######## design 1 ########
--- src/rtl/shift_issue.sv ---
// Command FIFO feeding an external registered shift_alu; issues one command at a time.
// Define SHIFT_ISSUE_BYPASS_EN to let an idle, empty issuer load the ALU directly.
`timescale 1ns/1ps

module shift_issue #(
  parameter int unsigned FIFO_DEPTH = 4
) (
  input  logic                         clock,
  input  logic                         reset_n,
  input  logic                         cmd_valid,
  output logic                         cmd_ready,
  input  logic [31:0]                  cmd_data,
  input  logic [2:0]                   cmd_shift,
  input  logic [2:0]                   cmd_op,
  input  logic [3:0]                   cmd_tag,
  output logic                         alu_enable,
  output logic [31:0]                  alu_in,
  output logic [2:0]                   alu_shift,
  output logic [2:0]                   alu_op,
  input  logic [31:0]                  alu_out,
  output logic                         res_valid,
  input  logic                         res_ready,
  output logic [31:0]                  res_data,
  output logic [3:0]                   res_tag,
  output logic [$clog2(FIFO_DEPTH):0]  fifo_level
);

  localparam int unsigned PTR_W = $clog2(FIFO_DEPTH);
  localparam int unsigned LVL_W = PTR_W + 1;

  typedef enum logic [1:0] {
    IDLE,
    EXEC,
    WAIT,
    DONE
  } state_t;

  typedef struct packed {
    logic [31:0] data;
    logic [2:0]  shift;
    logic [2:0]  op;
    logic [3:0]  tag;
  } cmd_t;

  state_t             r_state;
  state_t             w_state_next;
  cmd_t               r_mem [FIFO_DEPTH];
  logic [PTR_W-1:0]   r_wr_ptr;
  logic [PTR_W-1:0]   r_rd_ptr;
  logic [LVL_W-1:0]   r_count;
  logic [3:0]         r_tag;

  cmd_t               w_cmd_in;
  cmd_t               w_issue;
  logic               w_full;
  logic               w_empty;
  logic               w_accept;
  logic               w_bypass;
  logic               w_push;
  logic               w_pop;
  logic               w_load;

  assign w_cmd_in   = '{data: cmd_data, shift: cmd_shift, op: cmd_op, tag: cmd_tag};
  assign w_full     = (r_count == LVL_W'(FIFO_DEPTH));
  assign w_empty    = (r_count == '0);
  assign cmd_ready  = ~w_full;
  assign fifo_level = r_count;
  assign w_accept   = cmd_valid & cmd_ready;

`ifdef SHIFT_ISSUE_BYPASS_EN
  assign w_bypass = w_accept & w_empty & (r_state == IDLE);
`else
  assign w_bypass = 1'b0;
`endif

  // A bypassed command never touches the FIFO storage or its pointers.
  assign w_push  = w_accept & ~w_bypass;
  assign w_pop   = (r_state == IDLE) & ~w_empty;
  assign w_load  = w_pop | w_bypass;
  assign w_issue = w_pop ? r_mem[r_rd_ptr] : w_cmd_in;

  always_ff @(posedge clock) begin
    if (w_push) begin
      r_mem[r_wr_ptr] <= w_cmd_in;
    end
  end

  always_ff @(posedge clock or negedge reset_n) begin
    if (!reset_n) begin
      r_wr_ptr <= '0;
      r_rd_ptr <= '0;
      r_count  <= '0;
    end else begin
      if (w_push) begin
        r_wr_ptr <= r_wr_ptr + PTR_W'(1);
      end
      if (w_pop) begin
        r_rd_ptr <= r_rd_ptr + PTR_W'(1);
      end
      case ({w_push, w_pop})
        2'b10:   r_count <= r_count + LVL_W'(1);
        2'b01:   r_count <= r_count - LVL_W'(1);
        default: r_count <= r_count;
      endcase
    end
  end

  always_ff @(posedge clock or negedge reset_n) begin
    if (!reset_n) begin
      r_state <= IDLE;
    end else begin
      r_state <= w_state_next;
    end
  end

  always_comb begin
    w_state_next = r_state;
    case (r_state)
      IDLE:    if (w_load) w_state_next = EXEC;
      EXEC:    w_state_next = WAIT;
      WAIT:    w_state_next = DONE;
      DONE:    if (res_ready) w_state_next = IDLE;
      default: w_state_next = IDLE;
    endcase
  end

  // alu_enable follows the load strobe, so it is high only in the EXEC cycle.
  always_ff @(posedge clock or negedge reset_n) begin
    if (!reset_n) begin
      alu_enable <= 1'b0;
      alu_in     <= '0;
      alu_shift  <= '0;
      alu_op     <= '0;
      r_tag      <= '0;
      res_valid  <= 1'b0;
      res_data   <= '0;
      res_tag    <= '0;
    end else begin
      alu_enable <= w_load;
      if (w_load) begin
        alu_in    <= w_issue.data;
        alu_shift <= w_issue.shift;
        alu_op    <= w_issue.op;
        r_tag     <= w_issue.tag;
      end
      if (r_state == WAIT) begin
        res_data  <= alu_out;
        res_tag   <= r_tag;
        res_valid <= 1'b1;
      end else if ((r_state == DONE) && res_ready) begin
        res_valid <= 1'b0;
      end
    end
  end

endmodule

--- config.mk ---
export PLATFORM = sky130hd
export DESIGN_NAME = shift_issue
export DESIGN_NICKNAME = d
export VERILOG_FILES = /design/src/rtl/shift_issue.sv
export SDC_FILE = /design/constraint.sdc
export NUM_CORES = 1
export LEC_CHECK = 0
export CORE_MARGIN = 3
export CORE_UTILIZATION = 31
export DETAILED_ROUTE_END_ITERATION = 16
export HOLD_SLACK_MARGIN = 0.1
export MAX_ROUTING_LAYER = met4
export PLACE_DENSITY = 0.58
export SYNTH_ARGS = -nofsm -noshare
export SYNTH_HDL_FRONTEND = slang
export SYNTH_SLANG_ARGS = --single-unit
--- constraint.sdc ---
create_clock -name clock -period 4 [get_ports clock]
set_clock_uncertainty 0.05 [all_clocks]
set_input_delay 0.8 -clock clock [delete_from_list [all_inputs] [get_ports clock]]
set_output_delay 0.8 -clock clock [all_outputs]
set_load 0.03 [all_outputs]
######## design 2 ########
===== src/rtl/mux_rr_arbiter.sv =====
// Round-robin arbiter sharing one 4-way muxed resource between four requesters.
// Drives a one-hot grant plus the 2-bit select of the downstream mux4_1.
//
//   state   | meaning
//   --------+---------------------------------------------------------------
//   S_IDLE  | no grant active, o_sel holds the last grantee, waiting for req
//   S_GRANT | one requester owns the resource, hold counter running
module mux_rr_arbiter #(
    parameter int MAX_HOLD = 16,
    parameter int CNT_W    = 8
) (
    input  logic       clk,
    input  logic       rst_n,
    input  logic [3:0] i_req,
    input  logic       i_done,
    output logic [3:0] o_grant,
    output logic [1:0] o_sel,
    output logic       o_busy,
    output logic       o_timeout_err
);

    localparam logic [0:0] S_IDLE  = 1'b0;
    localparam logic [0:0] S_GRANT = 1'b1;

    localparam logic [CNT_W-1:0] HOLD_LAST = CNT_W'(MAX_HOLD - 1);

    logic [0:0]       r_state;
    logic [3:0]       r_grant;
    logic [1:0]       r_sel;
    logic [1:0]       r_ptr;
    logic [CNT_W-1:0] r_hold_cnt;
    logic             r_timeout_err;

    logic [1:0]       w_next_ptr;
    logic [1:0]       w_arb_ptr;
    logic [1:0]       w_win;
    logic             w_any_req;

    // Scan from the highest offset down so the closest set bit to ptr wins.
    function automatic logic [1:0] f_pick(input logic [3:0] req, input logic [1:0] ptr);
        logic [1:0] idx;
        f_pick = ptr;
        for (int i = 3; i >= 0; i--) begin
            idx = ptr + 2'(i);
            if (req[idx]) f_pick = idx;
        end
    endfunction

    assign w_next_ptr = r_sel + 2'd1;
    // On done the release and re-arbitration share one edge, so use the new ptr.
    assign w_arb_ptr  = (r_state == S_GRANT && i_done) ? w_next_ptr : r_ptr;
    assign w_win      = f_pick(i_req, w_arb_ptr);
    assign w_any_req  = |i_req;

    always_ff @(posedge clk or negedge rst_n) begin
        if (!rst_n) begin
            r_state       <= S_IDLE;
            r_grant       <= 4'b0000;
            r_sel         <= 2'd0;
            r_ptr         <= 2'd0;
            r_hold_cnt    <= '0;
            r_timeout_err <= 1'b0;
        end else begin
            r_timeout_err <= 1'b0;
            case (r_state)
                S_IDLE: begin
                    if (w_any_req) begin
                        r_grant    <= 4'b0001 << w_win;
                        r_sel      <= w_win;
                        r_hold_cnt <= '0;
                        r_state    <= S_GRANT;
                    end
                end
                S_GRANT: begin
                    if (i_done) begin
                        r_ptr      <= w_next_ptr;
                        r_hold_cnt <= '0;
                        if (w_any_req) begin
                            r_grant <= 4'b0001 << w_win;
                            r_sel   <= w_win;
                        end else begin
                            r_grant <= 4'b0000;
                            r_state <= S_IDLE;
                        end
                    end else if (!i_req[r_sel]) begin
                        r_grant <= 4'b0000;
                        r_ptr   <= w_next_ptr;
                        r_state <= S_IDLE;
                    end else if (r_hold_cnt == HOLD_LAST) begin
                        r_grant       <= 4'b0000;
                        r_ptr         <= w_next_ptr;
                        r_timeout_err <= 1'b1;
                        r_state       <= S_IDLE;
                    end else begin
                        r_hold_cnt <= r_hold_cnt + CNT_W'(1);
                    end
                end
                default: begin
                    r_grant <= 4'b0000;
                    r_state <= S_IDLE;
                end
            endcase
        end
    end

    assign o_grant       = r_grant;
    assign o_sel         = r_sel;
    assign o_busy        = |r_grant;
    assign o_timeout_err = r_timeout_err;

endmodule

===== config.mk =====
export PLATFORM = sky130hd
export DESIGN_NAME = mux_rr_arbiter
export DESIGN_NICKNAME = d
export VERILOG_FILES = /design/src/rtl/mux_rr_arbiter.sv
export SDC_FILE = /design/constraint.sdc
export NUM_CORES = 1
export LEC_CHECK = 0
export CAP_MARGIN = 10
export CORE_UTILIZATION = 40
export CTS_CLUSTER_DIAMETER = 200
export DETAILED_ROUTE_END_ITERATION = 8
export GPL_TIMING_DRIVEN = 0
export PLACE_DENSITY = 0.6
export SLEW_MARGIN = 20
export SYNTH_ARGS = -nofsm -noshare
export SYNTH_HDL_FRONTEND = slang
export SYNTH_SLANG_ARGS = --single-unit

===== constraint.sdc =====
create_clock -name clk -period 3.77 [get_ports clk]
set_input_delay 0.5655 -clock clk [delete_from_list [all_inputs] [get_ports clk]]
set_output_delay 0.5655 -clock clk [all_outputs]
set_load 0.01 [all_outputs]


## Gallery

Track usage over the die.
(a)
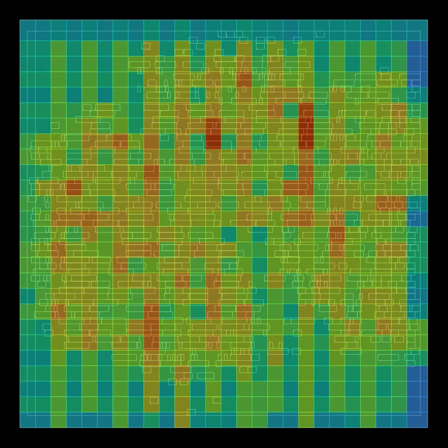
(b)
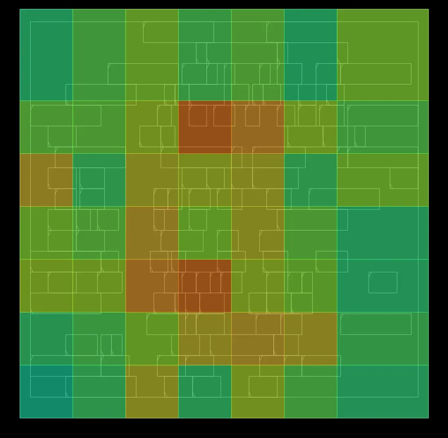
The one with the highest utilization is (b).
The one with the most wire per cell is (a).
(a): design 1
(b): design 2

Fig. 1: design 2, the metal 3 layer
Scale bar: 20 um.
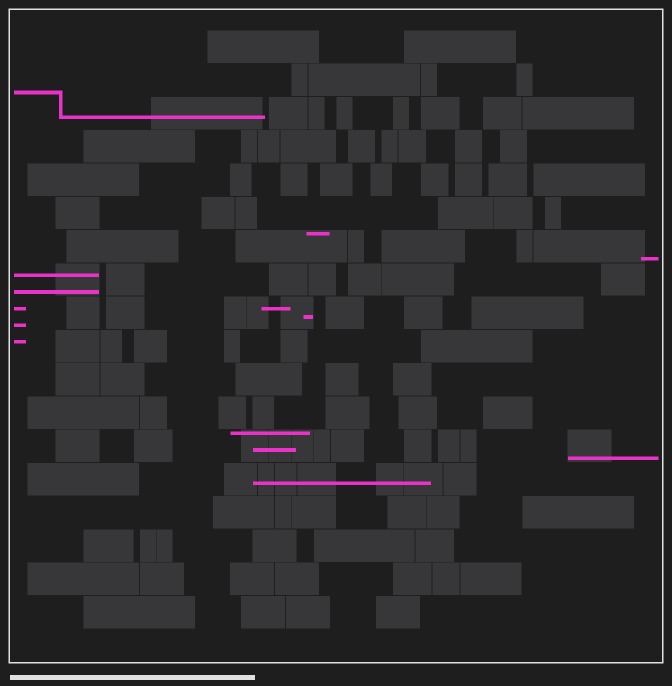
- main direction: horizontal
- share of all routed wire: 3.4%
- longest straight run: 16.6 um
- wire length on this layer: 73.6 um

==> Slide: Implementation Results, design 2 <==
Implementation Results

Status
  – Outcome: completed

Clocking
  – Post-cts resize count: 0
  – Deepest clock path buffer count: 2
  – Reg clk slew, reported paths: 0.11 ns
  – CTS Hold Bufs: 0

Detailed routing
  – Via Count: 848
  – Routed WL per cell: 14.8 um
  – DRT iter0 DRCs: 22
  – DRC Markers: 0
  – Routed met3 length: 73 um
  – Met1 WL: 1080 um

Setup path
  – CP Capture Type: output pin
  – CP peak stage delay: 0.52 ns
  – Setup slack, reg-to-reg: 1.95 ns
  – CP delay by family, top: simple AND/OR/NAND/NOR gates
  – Critical path launch point type: flip-flop
  – Reg-to-Reg End: r_ptr[1]

Finish
  – Layout fillers: 237
  – Final cell utilization of the core: 51.2%
  – Non-clk invs: 3
  – Area grow syn2layout: 20.3%
  – Clkbuf count: 4
  – Signal buffers: 15
  – Layout cell share with drive strength beyond 1: 15.1%
  – Most frequent cells in the layout: dfrtp_1, clkdlybuf4s50_1, nand2_1, nor2_1, xor2_1
  – Multi-input comb cells: 79

Synthesis
  – Syn avg cell area: 10.4 um2
  – Dominant register cell: dfrtp_1
  – Post-synthesis cell type count: 44
  – Top logic family: simple AND/OR/NAND/NOR gates
  – Seq/Total Area, Yosys: 42.8%
  – Flip-flops with a built-in enable: 0
  – Syn nets: 109
  – Synth async-reset ratio: 100%

Floorplanning
  – I/O Pins: 15
  – Row cnt: 18
  – TAP cells: 30
  – Core area: 2480 um2
  – Die Ht: 53.3 um
  – Die area: 2840 um2

Place
  – Dpl cell area: 1230 um2

Min path
  – Hold Path Class: reg -> reg
  – Worst Hold Launch: o_grant[2]

Run
  – Log Warnings: 26

Power and ir drop
  – Combinational Power Share: 47.3%
  – Power Clock: 126 uW
  – P_comb: 376 uW
  – Pwr top: combinational logic

GRT
  – Initial antenna violation count: 0
  – Met3 GRT Util: 4.02%
  – Gr busiest metal: met2
  – GR Util met2: 28.7%

STA
  – RSZ-0062 raised after global routing: no
Fig. 2: design 1, metal 2
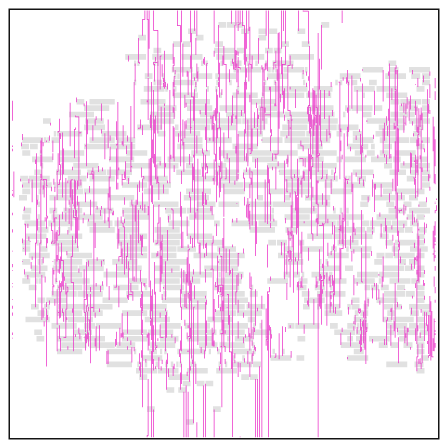
- nets with wire on the layer: 687
- wire length on this layer: 9360 um
- longest straight run: 71.4 um
- main direction: vertical
GR Util met2: 19.4%
Total Wirelength: 19800 um
Via Count: 5006

Fig. 3: design 1, the metal 3 layer
Scale bar: 50 um.
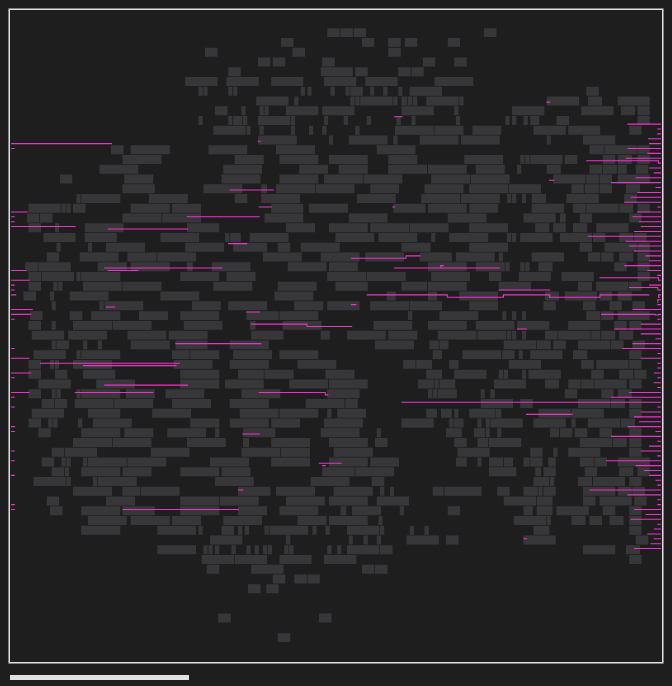
- share of all routed wire: 5.9%
- main direction: horizontal
- longest straight run: 72.1 um
- wire length on this layer: 1170 um
met3 GRT Util: 2.68%

==> Slide: Implementation Results, design 1 <==
Implementation Results

Setup path
  – Critical path class: reg -> out
  – Worst path depth: 2
  – WP data arrival: 2.08 ns
  – Max stage delay cell, worst path: clkdlybuf4s50_1
  – CP Buf/Inv Count: 1
  – R2R cell count: 11
  – CP delay by family, top: buffers and inverters
  – Worst Setup EP: cmd_ready
  – CP Capture Type: output pin
  – Crit path DRT: 3.15 ns

Power and ir drop
  – Design Power: 10.4 mW
  – P_comb: 3.66 mW
  – Psw: 3.49 mW
  – Pwr top: sequential cells
  – Combinational Power Share: 35.4%
  – P per Cell Area: 828 nW/um2
  – Flop pwr share: 40.7%
  – Pint: 6.86 mW

GRT
  – GR Layer Usage met1: 16.5%
  – Gr usage total: 12.3%
  – Largest net degree at the start of global routing: 45
  – Total global routing overflow: 0

Synthesis
  – Top cells by count: edfxtp_1, nand2_1, dfrtp_1
  – Cell count after synthesis: 528
  – Yosys warning count: 0
  – Ys cells: 528
  – Syn avg cell area: 18.1 um2
  – Seq/Total Area, Yosys: 75.9%
  – Top logic family: multiplexers
  – Mapped cell area: 9580 um2
  – Area fraction in compound gates: 0.405%
  – Top-area cell type share of the netlist area: 52.7%
  – Dominant register cell: edfxtp_1
  – Mux share: 14.5%

Detailed routing
  – Vias per inst: 4.50
  – Routed met3 length: 1170 um

Finish
  – Non-clk invs: 9
  – Largest Register: r_mem
  – Clkbuf count: 34
  – Layout cell share with drive strength beyond 1: 19.5%
  – Reg area: 7280 um2

Floorplanning
  – Die Wd: 182 um
  – Die Ht: 182 um
  – Row cnt: 63
  – I/O Pins: 158

STA
  – Setup TNS: 0 ns
  – Crit path time final: 2.93 ns
  – Min Hold Slack: 0.199 ns
  – Max-slew headroom: 24.0%
  – Tightest Pin Transition: 1.14 ns

Status
  – Outcome: completed

Clocking
  – Clock latency (worst-skew pair): 0.53 ns
  – Post-cts resize count: 0

Min path
  – Hold Path Class: in -> async


==> gallery <==
Clock wires, drivers and flops.
picture 1
Scale bar: 20 um.
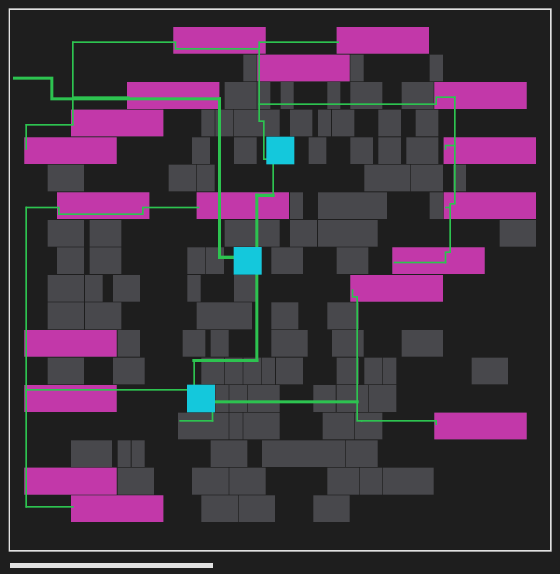
picture 2
Scale bar: 50 um.
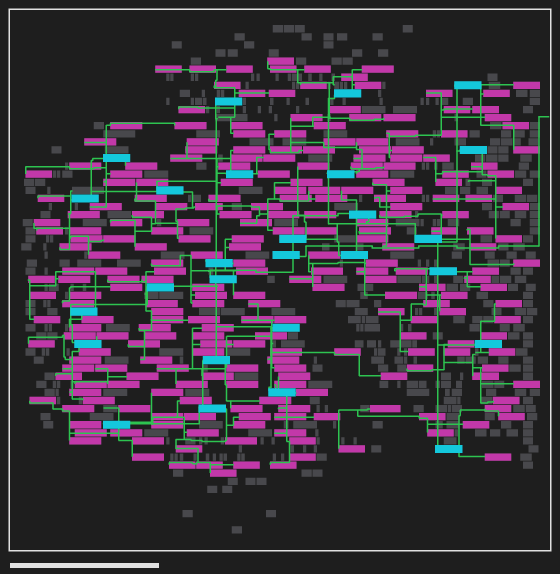
| from | picture |
|---|---|
| design 2 | picture 1 |
| design 1 | picture 2 |
- most sequential cells: picture 2
- largest die: picture 2

Key to picture 1:
- magenta: flip-flops (count 18)
- green: clock wires (length 290 um)
- cyan: cells driving clock nets (count 3)
- flops lie: spread over the die
- routed clock nets: 4

No activity file was given, so power comes from the tool's default toggle rates.
